# irq_timer_scheduler

irq_timer_scheduler/metal_stack.png
The bar under the picture is 20 µm long. Only two layers are drawn.
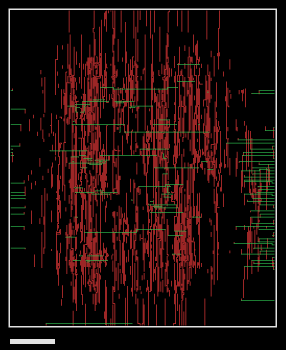

[src/rtl/irq_timer_scheduler.sv]
// irq_timer_scheduler: memory-mapped timer and interrupt scheduler that drives the control unit IRQ input.
// Ports:
//   clk        system clock; all state changes on the rising edge
//   reset      asynchronous active-low reset
//   addr       data bus byte address; the window is 6 words at BASE_ADDR
//   wdata      data bus write data
//   MemWr      bus write strobe
//   MemRd      bus read strobe
//   rdata      combinational read data; 0 when not reading this window
//   ext_irq    asynchronous external interrupt lines, active high
//   pc_kernel  PC[31] of the current instruction; 1 = handler/kernel mode
//   IRQ        one-cycle interrupt request to the control unit
module irq_timer_scheduler #(
    parameter int          NUM_EXT   = 3,
    parameter logic [31:0] BASE_ADDR = 32'h40000000
) (
    input  logic               clk,
    input  logic               reset,
    input  logic [31:0]        addr,
    input  logic [31:0]        wdata,
    input  logic               MemWr,
    input  logic               MemRd,
    output logic [31:0]        rdata,
    input  logic [NUM_EXT-1:0] ext_irq,
    input  logic               pc_kernel,
    output logic               IRQ
);
    localparam int NS = NUM_EXT + 1;

    typedef enum logic [1:0] {IDLE, REQ, SERVICE} state_t;

    state_t             state_q;
    logic [31:0]        th_q, th_d, tl_q, tl_d;
    logic [2:0]         tcon_q, tcon_d;
    logic [NS-1:0]      imask_q, imask_d, ipend_q, ipend_d;
    logic [NUM_EXT-1:0] sync1_q, sync2_q, prev_q;
    logic [2:0]         idx;
    logic               hit, timer_set, pend_any;
    logic [NS-1:0]      set_vec, active;
    logic [31:0]        isrc;

    // Window is word aligned; the top bits pick the block, [4:2] picks the register.
    assign idx = addr[4:2];
    assign hit = addr[31:5] == BASE_ADDR[31:5] && idx < 3'd6 && addr[1:0] == 2'b00;

    assign timer_set = tcon_q[0] && tl_q == 32'hFFFFFFFF && tcon_q[1];
    // Third flop after the synchroniser gives a one-cycle rising-edge pulse per line.
    assign set_vec   = {sync2_q & ~prev_q, timer_set};
    assign active    = ipend_q & imask_q;
    assign pend_any  = |active && tcon_q[2];
    assign IRQ       = state_q == REQ && !pc_kernel && pend_any;

    always_comb begin
        th_d    = MemWr && hit && idx == 3'd0 ? wdata : th_q;
        tl_d    = MemWr && hit && idx == 3'd1 ? wdata :
                  !tcon_q[0]                  ? tl_q  :
                  tl_q == 32'hFFFFFFFF        ? th_q  : tl_q + 32'd1;
        tcon_d  = MemWr && hit && idx == 3'd2 ? wdata[2:0] : tcon_q;
        imask_d = MemWr && hit && idx == 3'd3 ? wdata[NS-1:0] : imask_q;
        // Set after clear, so a same-cycle event survives a W1C of its bit.
        ipend_d = (ipend_q & ~(MemWr && hit && idx == 3'd4 ? wdata[NS-1:0] : '0)) | set_vec;
    end

    always_comb begin
        isrc = 32'hFFFFFFFF;
        for (int i = NS - 1; i >= 0; i--)
            if (active[i]) isrc = 32'(i);
    end

    always_comb begin
        rdata = '0;
        if (MemRd && hit)
            case (idx)
                3'd0:    rdata = th_q;
                3'd1:    rdata = tl_q;
                3'd2:    rdata = 32'(tcon_q);
                3'd3:    rdata = 32'(imask_q);
                3'd4:    rdata = 32'(ipend_q);
                default: rdata = isrc;
            endcase
    end

    always_ff @(posedge clk or negedge reset) begin
        if (!reset) begin
            state_q <= IDLE;
            th_q    <= '0;
            tl_q    <= '0;
            tcon_q  <= '0;
            imask_q <= '0;
            ipend_q <= '0;
            sync1_q <= '0;
            sync2_q <= '0;
            prev_q  <= '0;
        end else begin
            th_q    <= th_d;
            tl_q    <= tl_d;
            tcon_q  <= tcon_d;
            imask_q <= imask_d;
            ipend_q <= ipend_d;
            sync1_q <= ext_irq;
            sync2_q <= sync1_q;
            prev_q  <= sync2_q;
            case (state_q)
                IDLE:    if (pend_any && !pc_kernel) state_q <= REQ;
                // Losing the request (mask/enable cleared) or entering kernel mode aborts without IRQ.
                REQ:     state_q <= !pend_any || pc_kernel ? IDLE : SERVICE;
                SERVICE: if (!pc_kernel) state_q <= IDLE;
                default: state_q <= IDLE;
            endcase
        end
    end
endmodule

[config.mk]
export PLATFORM = sky130hd
export DESIGN_NAME = irq_timer_scheduler
export DESIGN_NICKNAME = d
export VERILOG_FILES = /design/src/rtl/irq_timer_scheduler.sv
export SDC_FILE = /design/constraint.sdc
export NUM_CORES = 1
export LEC_CHECK = 0
export CAP_MARGIN = 40
export CORE_ASPECT_RATIO = 1.2
export CORE_MARGIN = 3
export CORE_UTILIZATION = 35
export DETAILED_ROUTE_END_ITERATION = 12
export PLACE_DENSITY = 0.59
export SLEW_MARGIN = 0
export SYNTH_ARGS = -nofsm -noshare
export SYNTH_HDL_FRONTEND = slang
export SYNTH_SLANG_ARGS = --single-unit
[constraint.sdc]
create_clock -name clk -period 4.1 [get_ports clk]
set_input_delay 0.82 -clock clk [delete_from_list [all_inputs] [get_ports clk]]
set_output_delay 0.82 -clock clk [all_outputs]
set_load 0.05 [all_outputs]
# fetch_stage

--- src/rtl/proc_pkg.sv ---
// ============================================================================
// Module      : proc_pkg
// Description : Shared types and constants for the processor front end.
// Revision    : 1.0 - initial release
// ============================================================================
`default_nettype none

package proc_pkg;

  // Parameter defaults for the fetch stage
  localparam int DEF_DATA_W   = 16;
  localparam int DEF_ADDR_W   = 21;
  localparam int DEF_PC_W     = 32;
  localparam int DEF_VEC_ADDR = 0;

  // Encoding of a bubble on the FD register
  localparam logic [15:0] NOP_INSTR = 16'h0000;

  // Set in the first word of a two-word instruction
  localparam int TWO_WORD_BIT = 15;

  // Fetch sequencer states
  typedef enum logic [1:0] {
    VEC_HI = 2'd0,
    VEC_LO = 2'd1,
    RUN    = 2'd2,
    IMM    = 2'd3
  } fetch_state_t;

endpackage : proc_pkg

`default_nettype wire

--- src/rtl/pc_reg.sv ---
// ============================================================================
// Module      : pc_reg
// Description : Program counter with half-word loads (reset vector), full
//               load (redirect) and increment.
// Revision    : 1.0 - initial release
// ============================================================================
`default_nettype none

module pc_reg #(
  parameter int PC_W = 32
) (
  input  logic              clk,
  input  logic              reset,
  input  logic              en,
  input  logic              load_hi,
  input  logic              load_lo,
  input  logic              load_full,
  input  logic [PC_W/2-1:0] half_d,
  input  logic [PC_W-1:0]   full_d,
  output logic [PC_W-1:0]   pc_q
);

  localparam int            c_half_w = PC_W / 2;
  localparam logic [PC_W-1:0] c_one  = {{(PC_W-1){1'b0}}, 1'b1};

  logic [PC_W-1:0] r_pc;

  // Full load wins over half loads, which win over increment; increment wraps
  always_ff @(posedge clk or negedge reset) begin
    if (!reset) begin
      r_pc <= '0;
    end else if (load_full) begin
      r_pc <= full_d;
    end else if (load_hi) begin
      r_pc[PC_W-1:c_half_w] <= half_d;
    end else if (load_lo) begin
      r_pc[c_half_w-1:0] <= half_d;
    end else if (en) begin
      r_pc <= r_pc + c_one;
    end
  end

  assign pc_q = r_pc;

endmodule : pc_reg

`default_nettype wire

--- src/rtl/fetch_stage.sv ---
// ============================================================================
// Module      : fetch_stage
// Description : Instruction fetch. Loads the start PC from the reset vector,
//               fetches one- and two-word instructions and drives the FD
//               pipeline register. Handles load-use stall and redirect.
// Revision    : 1.0 - initial release
// ============================================================================
`default_nettype none

module fetch_stage
  import proc_pkg::*;
#(
  parameter int DATA_W   = DEF_DATA_W,
  parameter int ADDR_W   = DEF_ADDR_W,
  parameter int PC_W     = DEF_PC_W,
  parameter int VEC_ADDR = DEF_VEC_ADDR
) (
  input  logic              clk,
  input  logic              reset,
  input  logic              stall,
  input  logic              redirect,
  input  logic [PC_W-1:0]   redirect_pc,
  output logic [ADDR_W-1:0] imem_addr,
  input  logic [DATA_W-1:0] imem_data,
  output logic [DATA_W-1:0] fd_instr,
  output logic [DATA_W-1:0] fd_imm,
  output logic [PC_W-1:0]   fd_pc,
  output logic              fd_valid
);

  localparam logic [ADDR_W-1:0] c_vec_hi_addr = ADDR_W'(VEC_ADDR);
  localparam logic [ADDR_W-1:0] c_vec_lo_addr = ADDR_W'(VEC_ADDR + 1);
  localparam logic [DATA_W-1:0] c_nop         = DATA_W'(NOP_INSTR);

  fetch_state_t    r_state;
  logic [DATA_W-1:0] r_hold_instr;
  logic [PC_W-1:0]   r_hold_pc;
  logic [DATA_W-1:0] r_fd_instr;
  logic [DATA_W-1:0] r_fd_imm;
  logic [PC_W-1:0]   r_fd_pc;
  logic              r_fd_valid;
  logic [PC_W-1:0]   w_pc;
  logic              w_running;
  logic              w_advance;

  // Stall and redirect only matter once the vector has been loaded
  assign w_running = (r_state == RUN) || (r_state == IMM);
  assign w_advance = w_running && !redirect && !stall;

  pc_reg #(
    .PC_W (PC_W)
  ) u_pc_reg (
    .clk       (clk),
    .reset     (reset),
    .en        (w_advance),
    .load_hi   (r_state == VEC_HI),
    .load_lo   (r_state == VEC_LO),
    .load_full (w_running && redirect),
    .half_d    (imem_data),
    .full_d    (redirect_pc),
    .pc_q      (w_pc)
  );

  // Address the vector halves during boot, otherwise the truncated PC
  always_comb begin
    imem_addr = w_pc[ADDR_W-1:0];
    if (r_state == VEC_HI) begin
      imem_addr = c_vec_hi_addr;
    end else if (r_state == VEC_LO) begin
      imem_addr = c_vec_lo_addr;
    end
  end

  // Sequencer, hold register for two-word instructions and FD register
  always_ff @(posedge clk or negedge reset) begin
    if (!reset) begin
      r_state      <= VEC_HI;
      r_hold_instr <= '0;
      r_hold_pc    <= '0;
      r_fd_instr   <= c_nop;
      r_fd_imm     <= '0;
      r_fd_pc      <= '0;
      r_fd_valid   <= 1'b0;
    end else begin
      case (r_state)
        VEC_HI: r_state <= VEC_LO;
        VEC_LO: r_state <= RUN;
        default: begin
          if (redirect) begin
            // Any half-fetched two-word instruction is dropped
            r_state    <= RUN;
            r_fd_valid <= 1'b0;
            r_fd_instr <= c_nop;
          end else if (!stall) begin
            if (r_state == IMM) begin
              r_fd_instr <= r_hold_instr;
              r_fd_imm   <= imem_data;
              r_fd_pc    <= r_hold_pc;
              r_fd_valid <= 1'b1;
              r_state    <= RUN;
            end else if (imem_data[TWO_WORD_BIT]) begin
              r_hold_instr <= imem_data;
              r_hold_pc    <= w_pc;
              r_fd_valid   <= 1'b0;
              r_state      <= IMM;
            end else begin
              r_fd_instr <= imem_data;
              r_fd_imm   <= '0;
              r_fd_pc    <= w_pc;
              r_fd_valid <= 1'b1;
            end
          end
        end
      endcase
    end
  end

  assign fd_instr = r_fd_instr;
  assign fd_imm   = r_fd_imm;
  assign fd_pc    = r_fd_pc;
  assign fd_valid = r_fd_valid;

endmodule : fetch_stage

`default_nettype wire

--- config.mk ---
export PLATFORM = sky130hd
export DESIGN_NAME = fetch_stage
export DESIGN_NICKNAME = d
export VERILOG_FILES = /design/src/rtl/proc_pkg.sv /design/src/rtl/pc_reg.sv /design/src/rtl/fetch_stage.sv
export SDC_FILE = /design/constraint.sdc
export NUM_CORES = 1
export LEC_CHECK = 0
export ABC_CLOCK_PERIOD_IN_PS = 2900
export CORE_UTILIZATION = 44
export DETAILED_ROUTE_END_ITERATION = 8
export PLACE_DENSITY = 0.74
export SYNTH_ARGS = -nofsm -noshare
export SYNTH_HDL_FRONTEND = slang
export SYNTH_SLANG_ARGS = --single-unit
--- constraint.sdc ---
create_clock -name clk -period 2.9 [get_ports clk]
set_clock_uncertainty 0.15 [all_clocks]
set_input_delay 0.58 -clock clk [delete_from_list [all_inputs] [get_ports clk]]
set_output_delay 0.58 -clock clk [all_outputs]
set_load 0.01 [all_outputs]
# ui_render_multi

**config.mk**
```make
export PLATFORM = sky130hd
export DESIGN_NAME = ui_render_multi
export DESIGN_NICKNAME = d
export VERILOG_FILES = /design/src/rtl/ui_render_multi.sv
export SDC_FILE = /design/constraint.sdc
export NUM_CORES = 1
export LEC_CHECK = 0
export ABC_AREA = 1
export CORE_MARGIN = 4
export CORE_UTILIZATION = 26
export DETAILED_ROUTE_END_ITERATION = 16
export MAX_ROUTING_LAYER = met4
export SLEW_MARGIN = 20
export SYNTH_ARGS = -nofsm -noshare
export SYNTH_HDL_FRONTEND = slang
export SYNTH_SLANG_ARGS = --single-unit
```
**constraint.sdc**
```tcl
create_clock -name clk -period 5.45 [get_ports clk]
set_input_delay 1.635 -clock clk [delete_from_list [all_inputs] [get_ports clk]]
set_output_delay 1.635 -clock clk [all_outputs]
set_load 0.02 [all_outputs]
```
**src/rtl/ui_render_multi.sv**
```systemverilog
// N-player VGA UI: turn-token arbitration, per-player hop/motion FSMs and a
// 2-stage registered compositor (background, flag, player sprites).
module ui_render_multi #(
    parameter int unsigned NUM_PLAYERS = 4,
    parameter int unsigned H_ACTIVE    = 640,
    parameter int unsigned V_ACTIVE    = 480,
    parameter int unsigned GROUND_Y    = 400,
    parameter int unsigned SPRITE_W    = 16,
    parameter int unsigned SPRITE_H    = 24,
    parameter int unsigned START_X     = 32,
    parameter int unsigned STEP_PX     = 2,
    parameter int unsigned HOP_FRAMES  = 4,
    parameter int unsigned JUMP_H      = 6,
    parameter int unsigned FLAG_X      = 600
) (
    input  logic                           clk,
    input  logic                           rst_n,
    input  logic [9:0]                     x,
    input  logic [9:0]                     y,
    input  logic [10*NUM_PLAYERS-1:0]      pos_x,
    input  logic [NUM_PLAYERS-1:0]         pos_valid,
    output logic [NUM_PLAYERS-1:0]         turn_done,
    output logic [NUM_PLAYERS-1:0]         busy,
    output logic [$clog2(NUM_PLAYERS)-1:0] active_player,
    output logic [7:0]                     r,
    output logic [7:0]                     g,
    output logic [7:0]                     b
);
    localparam int unsigned AW = $clog2(NUM_PLAYERS);

    localparam logic [9:0] MAX_X     = 10'(H_ACTIVE - SPRITE_W);
    localparam logic [9:0] LAST_X    = 10'(H_ACTIVE - 1);
    localparam logic [9:0] LAST_Y    = 10'(V_ACTIVE - 1);
    localparam logic [9:0] X_END     = 10'(H_ACTIVE);
    localparam logic [9:0] Y_END     = 10'(V_ACTIVE);
    localparam logic [9:0] GND       = 10'(GROUND_Y);
    localparam logic [9:0] GRASS_END = 10'(GROUND_Y + 8);
    localparam logic [9:0] SY_REST   = 10'(GROUND_Y - SPRITE_H);
    localparam logic [9:0] SY_HOP    = 10'(GROUND_Y - SPRITE_H - JUMP_H);
    localparam logic [9:0] SPR_W     = 10'(SPRITE_W);
    localparam logic [9:0] SPR_H     = 10'(SPRITE_H);
    localparam logic [9:0] STEP      = 10'(STEP_PX);
    localparam logic [9:0] X_START   = 10'(START_X);
    localparam logic [9:0] POLE_L    = 10'(FLAG_X);
    localparam logic [9:0] POLE_R    = 10'(FLAG_X + 4);
    localparam logic [9:0] PEN_R     = 10'(FLAG_X + 16);
    localparam logic [9:0] FLAG_TOP  = 10'(GROUND_Y - 32);
    localparam logic [9:0] PEN_BOT   = 10'(GROUND_Y - 24);
    localparam logic [7:0] HOP_LAST  = 8'(HOP_FRAMES - 1);

    typedef enum logic [1:0] {StIdle, StMove, StDone} state_e;

    function automatic logic [23:0] player_rgb(input int idx);
        case (idx % 4)
            0:       return 24'hFF2020;
            1:       return 24'h2040FF;
            2:       return 24'hFFE020;
            default: return 24'h20C040;
        endcase
    endfunction

    logic                   frame_tick;
    logic [NUM_PLAYERS-1:0] is_done;
    logic [NUM_PLAYERS-1:0] hit_d;
    logic [AW-1:0]          active_d;

    always_ff @(posedge clk or negedge rst_n) begin
        if (!rst_n) begin
            frame_tick <= 1'b0;
        end else begin
            frame_tick <= (x == LAST_X) && (y == LAST_Y);
        end
    end

    for (genvar gi = 0; gi < NUM_PLAYERS; gi++) begin : g_player
        state_e      state_q;
        logic [9:0]  cur_x_q, target_q;
        logic        hop_q;
        logic [7:0]  hop_cnt_q;
        logic        busy_q, done_q;
        logic [9:0]  req_x, clamp_x, diff, step, nxt_x, sprite_y;
        logic        accept, up;

        always_comb begin
            req_x    = pos_x[10*gi +: 10];
            clamp_x  = (req_x > MAX_X) ? MAX_X : req_x;
            accept   = pos_valid[gi] && (active_player == AW'(gi)) && (state_q == StIdle);
            up       = target_q > cur_x_q;
            diff     = up ? (target_q - cur_x_q) : (cur_x_q - target_q);
            step     = (diff < STEP) ? diff : STEP;
            nxt_x    = up ? (cur_x_q + step) : (cur_x_q - step);
            sprite_y = hop_q ? SY_HOP : SY_REST;
        end

        always_ff @(posedge clk or negedge rst_n) begin
            if (!rst_n) begin
                state_q   <= StIdle;
                cur_x_q   <= X_START;
                target_q  <= X_START;
                hop_q     <= 1'b0;
                hop_cnt_q <= '0;
                busy_q    <= 1'b0;
                done_q    <= 1'b0;
            end else begin
                done_q <= 1'b0;
                case (state_q)
                    StIdle: begin
                        if (accept) begin
                            target_q  <= clamp_x;
                            hop_q     <= 1'b0;
                            hop_cnt_q <= '0;
                            if (clamp_x == cur_x_q) begin
                                state_q <= StDone;
                            end else begin
                                state_q <= StMove;
                                busy_q  <= 1'b1;
                            end
                        end
                    end
                    StMove: begin
                        if (frame_tick) begin
                            cur_x_q <= nxt_x;
                            if (nxt_x == target_q) begin
                                state_q   <= StDone;
                                busy_q    <= 1'b0;
                                hop_q     <= 1'b0;
                                hop_cnt_q <= '0;
                            end else if (hop_cnt_q == HOP_LAST) begin
                                hop_q     <= ~hop_q;
                                hop_cnt_q <= '0;
                            end else begin
                                hop_cnt_q <= hop_cnt_q + 8'd1;
                            end
                        end
                    end
                    StDone: begin
                        done_q  <= 1'b1;
                        busy_q  <= 1'b0;
                        hop_q   <= 1'b0;
                        state_q <= StIdle;
                    end
                    default: state_q <= StIdle;
                endcase
            end
        end

        assign is_done[gi]   = (state_q == StDone);
        assign busy[gi]      = busy_q;
        assign turn_done[gi] = done_q;
        assign hit_d[gi]     = (x >= cur_x_q) && (x < cur_x_q + SPR_W) &&
                               (y >= sprite_y) && (y < sprite_y + SPR_H);
    end

    // Token passes on the same edge that raises the finishing player's turn_done.
    always_comb begin
        active_d = active_player;
        for (int i = 0; i < int'(NUM_PLAYERS); i++) begin
            if (is_done[i]) begin
                active_d = (i == int'(NUM_PLAYERS) - 1) ? '0 : AW'(i + 1);
            end
        end
    end

    always_ff @(posedge clk or negedge rst_n) begin
        if (!rst_n) begin
            active_player <= '0;
        end else begin
            active_player <= active_d;
        end
    end

    logic [NUM_PLAYERS-1:0] hit_q;
    logic                   pole_q, pen_q, sky_q, grass_q, blank_q, v1_q;
    logic [23:0]            pix, rgb_q;

    always_ff @(posedge clk or negedge rst_n) begin
        if (!rst_n) begin
            hit_q   <= '0;
            pole_q  <= 1'b0;
            pen_q   <= 1'b0;
            sky_q   <= 1'b0;
            grass_q <= 1'b0;
            blank_q <= 1'b1;
            v1_q    <= 1'b0;
        end else begin
            hit_q   <= hit_d;
            pole_q  <= (x >= POLE_L) && (x < POLE_R) && (y >= FLAG_TOP) && (y < GND);
            pen_q   <= (x >= POLE_R) && (x < PEN_R) && (y >= FLAG_TOP) && (y < PEN_BOT);
            sky_q   <= (y < GND);
            grass_q <= (y < GRASS_END);
            blank_q <= (x >= X_END) || (y >= Y_END);
            v1_q    <= 1'b1;
        end
    end

    // Later assignments win, so the loop runs high index to low.
    always_comb begin
        pix = 24'h805020;
        if (sky_q) begin
            pix = 24'h60A0FF;
        end else if (grass_q) begin
            pix = 24'h30B030;
        end
        if (pen_q) pix = 24'hFF0000;
        if (pole_q) pix = 24'hFFFFFF;
        for (int i = int'(NUM_PLAYERS) - 1; i >= 0; i--) begin
            if (hit_q[i]) pix = player_rgb(i);
        end
    end

    always_ff @(posedge clk or negedge rst_n) begin
        if (!rst_n) begin
            rgb_q <= '0;
        end else begin
            rgb_q <= (v1_q && !blank_q) ? pix : 24'h000000;
        end
    end

    assign r = rgb_q[23:16];
    assign g = rgb_q[15:8];
    assign b = rgb_q[7:0];

endmodule

```
irq_timer_scheduler/density.png
12 x 14 tiles, from black (low) to pale yellow (high), 0 to 100% covered.
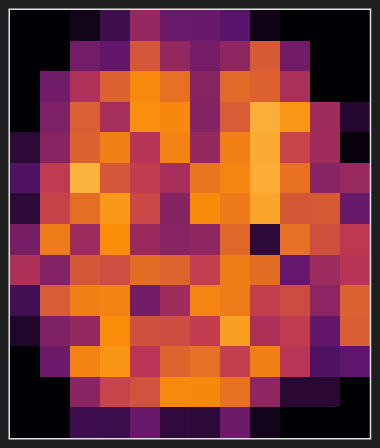
- tiles over 75% full: 6.0%
- mean over tiles: 42%
- nearly empty tiles: 14%
- fullest tile: 83%

About irq_timer_scheduler/metal_stack.png:
- red: met2 (wire length 7820 µm)
- green: met3 (wire length 1030 µm)

==> results.ini, irq_timer_scheduler <==
[logic_synthesis]
ys_cells=587
ys_sh_simple_pct=23.9
ys_sh_xor_pct=1.19
ys_chip_area_um2=5170

[drt]
vias=4975
drtIter0Drc=334
first_pass_iters=5

[critical_path]
crit_type=in -> out
path_max_fanout=44
reg2reg_from=tl_q[0]$_DFFE_PN0P_
worst-path-buf-inv=5
cp.arrival_ns=3.11
cp-end-kind=primary output
r2r_end=tl_q[23]$_DFFE_PN0P_

[final_layout]
n_antenna_cell=0
layout-drive-gt1-share_pct=18.0
final_cell_area_um2=7080

[sta]
maxSlewHeadroom_pct=31.2
fin_skew_ns=0.00677
rsz0062_at_grt=no
fin_tns_setup_ns=0
min_period_over_period_pct=95.9

[outcome]
status=completed

[die]
core_um2=14400

[power]
switching_share_pct=23.3
p_per_area_nw_per_um2=272

[cts]
h-tree-depth=3
post_cts_buffers=0

[irq_timer_scheduler: sequential cells by signal (all words and copies together) (netlist names)]
name and flops:
th_q 32, tl_q 32, imask_q 4, ipend_q 4, prev_q 3, sync1_q 3
sync2_q 3, tcon_q 3, state_q 2
[irq_timer_scheduler: metal layers]
metal,vias up,routed length (µm),track usage [%]
li1,2335,-,-
met1,2426,6940,27.0
met2,200,7820,32.6
met3,14,1030,3.23
met4,0,201,5.43
met5,-,0,0
[irq_timer_scheduler: synthesized netlist by cell type (all sizes together), types with 7 or more instances]
library cell	count	area, µm²
a31oi	46	288
nand3	23	145
nor2	37	144
nand4	10	62.6
o211ai	9	67.6
buf	7	41.3
nor3	8	45.0
clkbuf	32	120
and2	8	50.1
and3	11	68.8
mux2	45	507
nor4	8	65.1
dfrtp	86	2150
o21ai	49	245
and4	10	87.6
a21oi	21	105
inv	9	33.8
nor2b	28	175
nand2	87	327
[irq_timer_scheduler: area by class of cell]
type,count,area [µm²],area share [%]
Multi-Input combinational cell,452,2830,39.9
Sequential cell,86,2150,30.4
Timing Repair Buffer,121,1520,21.4
Clock buffer,9,225,3.18
Tap cell,175,219,3.09
Clock inverter,7,105,1.48
Inverter,10,37.5,0.530
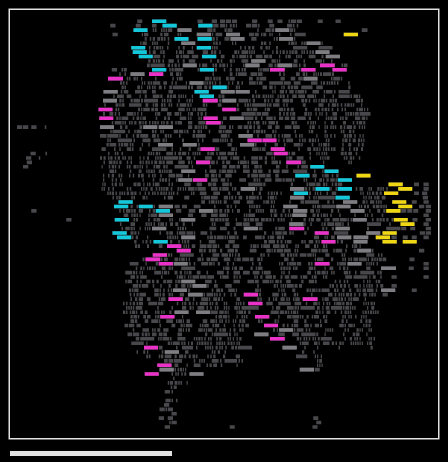
ui_render_multi/registers.png
The bar under the picture is 100 µm long. Other sequential cells in the stronger gray, the rest of the logic in the fainter gray.
- magenta: g_player.cur_x_q (sequential cells 40)
- yellow: rgb_q (sequential cells 14; where east)
- cyan: g_player.hop_cnt_q (sequential cells 32)

==> results.ini, ui_render_multi <==
[die]
die_area_um2=69700
fp-row-count=93

[sta]
finalHoldViolCount=0
slew_violations=0

[power]
power_switching_w=0.00419
seqPwrFrac_pct=20.5

[final_layout]
combGateArea_um2=11500
finalNonFillerCells=3517
layout-drive-gt1-share_pct=9.91

[drt]
first_pass_iters=5

[global_route]
grt_overflow=0
antenna_found_initial=7
top_usage_layer=met2

[min_path]
hp-start=g_player[1].busy_q$_DFFE_PN0P_
min_path_type=reg -> reg

[logic_synthesis]
ys_sh_simple_pct=29.3
ys_sh_xor_pct=6.12
adder_share_pct=17.6
ys_chip_area_um2=17000
ys_sh_aoi_pct=12.4

[cts]
cts_made_buffers=17

[outcome]
status=completed

[placement]
place_area_um2=19300
hpwl_um=41800

-- ui_render_multi: per-layer routing --
metal | part of all wire (%) | vias to the layer above | wire [µm]
met5 | 0 | - | 0
met2 | 45 | 374 | 23400
met3 | 5.1 | 53 | 2640
met1 | 47 | 7421 | 24500
met4 | 2.3 | 0 | 1180
li1 | - | 8352 | -
-- ui_render_multi: sequential cells by signal, indices dropped and copies added, names as in the netlist, 2 cells and up --
| register | flops |
|---|---|
| g_player.hop_q | 4 |
| g_player.hop_cnt_q | 32 |
| rgb_q | 14 |
| g_player.done_q | 4 |
| g_player.target_q | 40 |
| g_player.busy_q | 4 |
| g_player.cur_x_q | 40 |
| g_player.state_q | 8 |
| active_player | 2 |
| hit_q | 4 |
-- ui_render_multi: layout make-up --
type / instances / area share (%)
flip-flops and latches: 159 / 19.7
well taps: 855 / 5.28
inverters: 420 / 7.82
diodes: 7 / 0.0865
clock inverters: 12 / 0.673
clock buffers: 20 / 2.21
repair buffers: 168 / 7.52
multi-input cells: 1876 / 56.7
fetch_stage/cell_classes.png
The bar under the picture is 50 µm long. Fill, decap, tap and diode cells in gray.
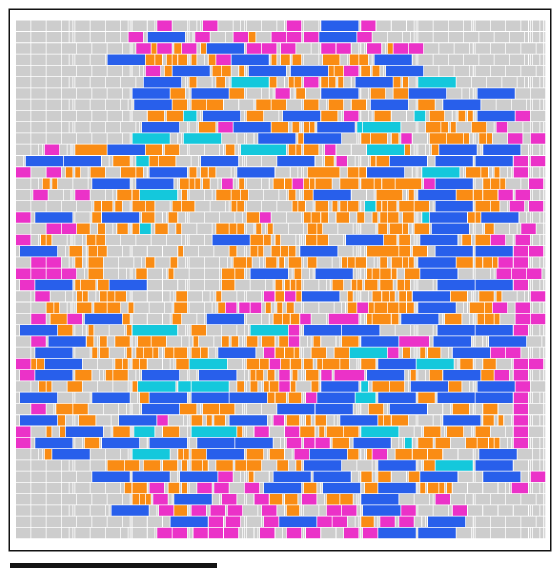
- orange: all other logic (cells 487; share of their area 36%)
- cyan: clock drivers and dummy loads (cells 32; share of their area 6.6%)
- magenta: other buffers and delay cells (cells 168; share of their area 18%)
- blue: flip-flops (cells 147; share of their area 40%)

==> results.ini, fetch_stage <==
[placement]
globalplace.congestion=0.880
place_ws_ns=0.264

[logic_synthesis]
synthCells=690
ys_sh_mux_pct=13.7
avgSynthCellArea_um2=10.5
synth-edff-count=0
ys_cells=690
ys_sh_aoi_pct=16.0

[outcome]
status=completed

[drt]
wl_per_cell_um=20.0

[min_path]
min_path_type=reg -> reg
hp-start=r_hold_instr[15]$_DFFE_PN0P_

[final_layout]
finalNonFillerCells=1050

[critical_path]
crit_type=reg -> out

[sta]
maxSlewHeadroom_pct=64.5
fmax_mhz=359

[fetch_stage: sequential cells by signal, indices dropped and copies added, names as in the netlist]
name / cells
fd_imm: 16
fd_instr: 16
fd_pc: 32
fd_valid: 1
r_hold_instr: 16
r_hold_pc: 32
r_state: 2
u_pc_reg.pc_q: 32
[fetch_stage: synthesized netlist by cell type, drive strengths merged (7+ instances only)]
cell type  count  area [µm²]
dfrtp        147        3680
nand2         92         345
o21ai         62         310
mux2i         51         510
mux2          43         484
clkbuf        30         113
buf           26         143
nor2          26        97.6
and2          23         144
a21oi         20         100
a22o          17         149
o31ai         15         113
nand3         13        90.1
nand4         12        90.1
a22oi         11        82.6
nor3          10        50.1
a211oi         7        52.6
a31oi          7        43.8
inv            7        26.3
[fetch_stage: routing by layer]
layer / vias to the layer above / track usage [%] / part of all wire (%)
met4: 0 / 9.37 / 1.9
met1: 3047 / 35.0 / 43
met5: - / 0 / 0
li1: 2769 / - / -
met2: 225 / 42.6 / 48
met3: 27 / 4.80 / 6.4


==> screenshots <==
Congestion heat map.
Plate I
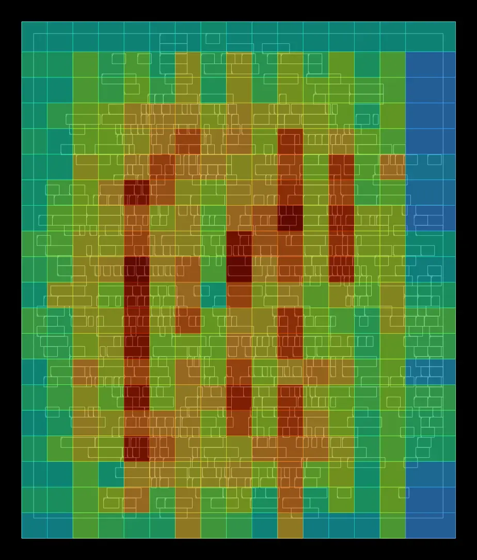
Plate II
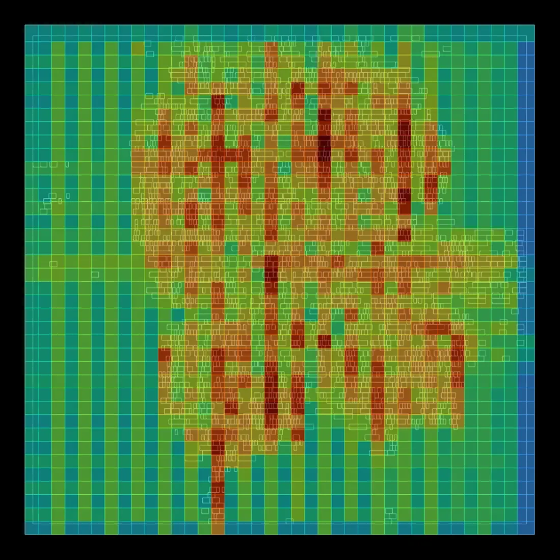
Plate III
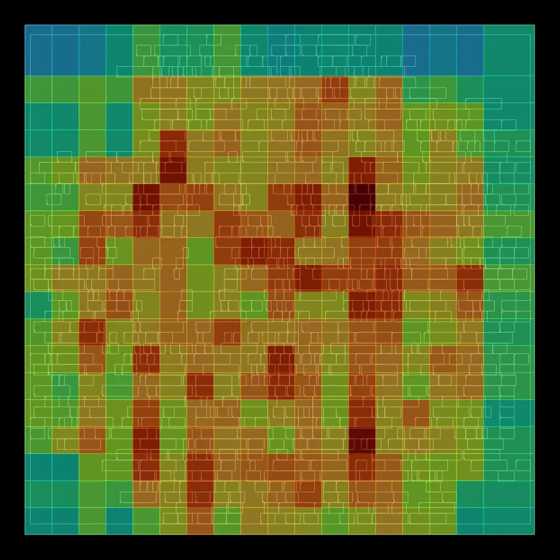
Plate I: irq_timer_scheduler
Plate III: fetch_stage
Plate II: ui_render_multi
The one with the least wire per cell is Plate II.
The one with the highest track usage is Plate III.

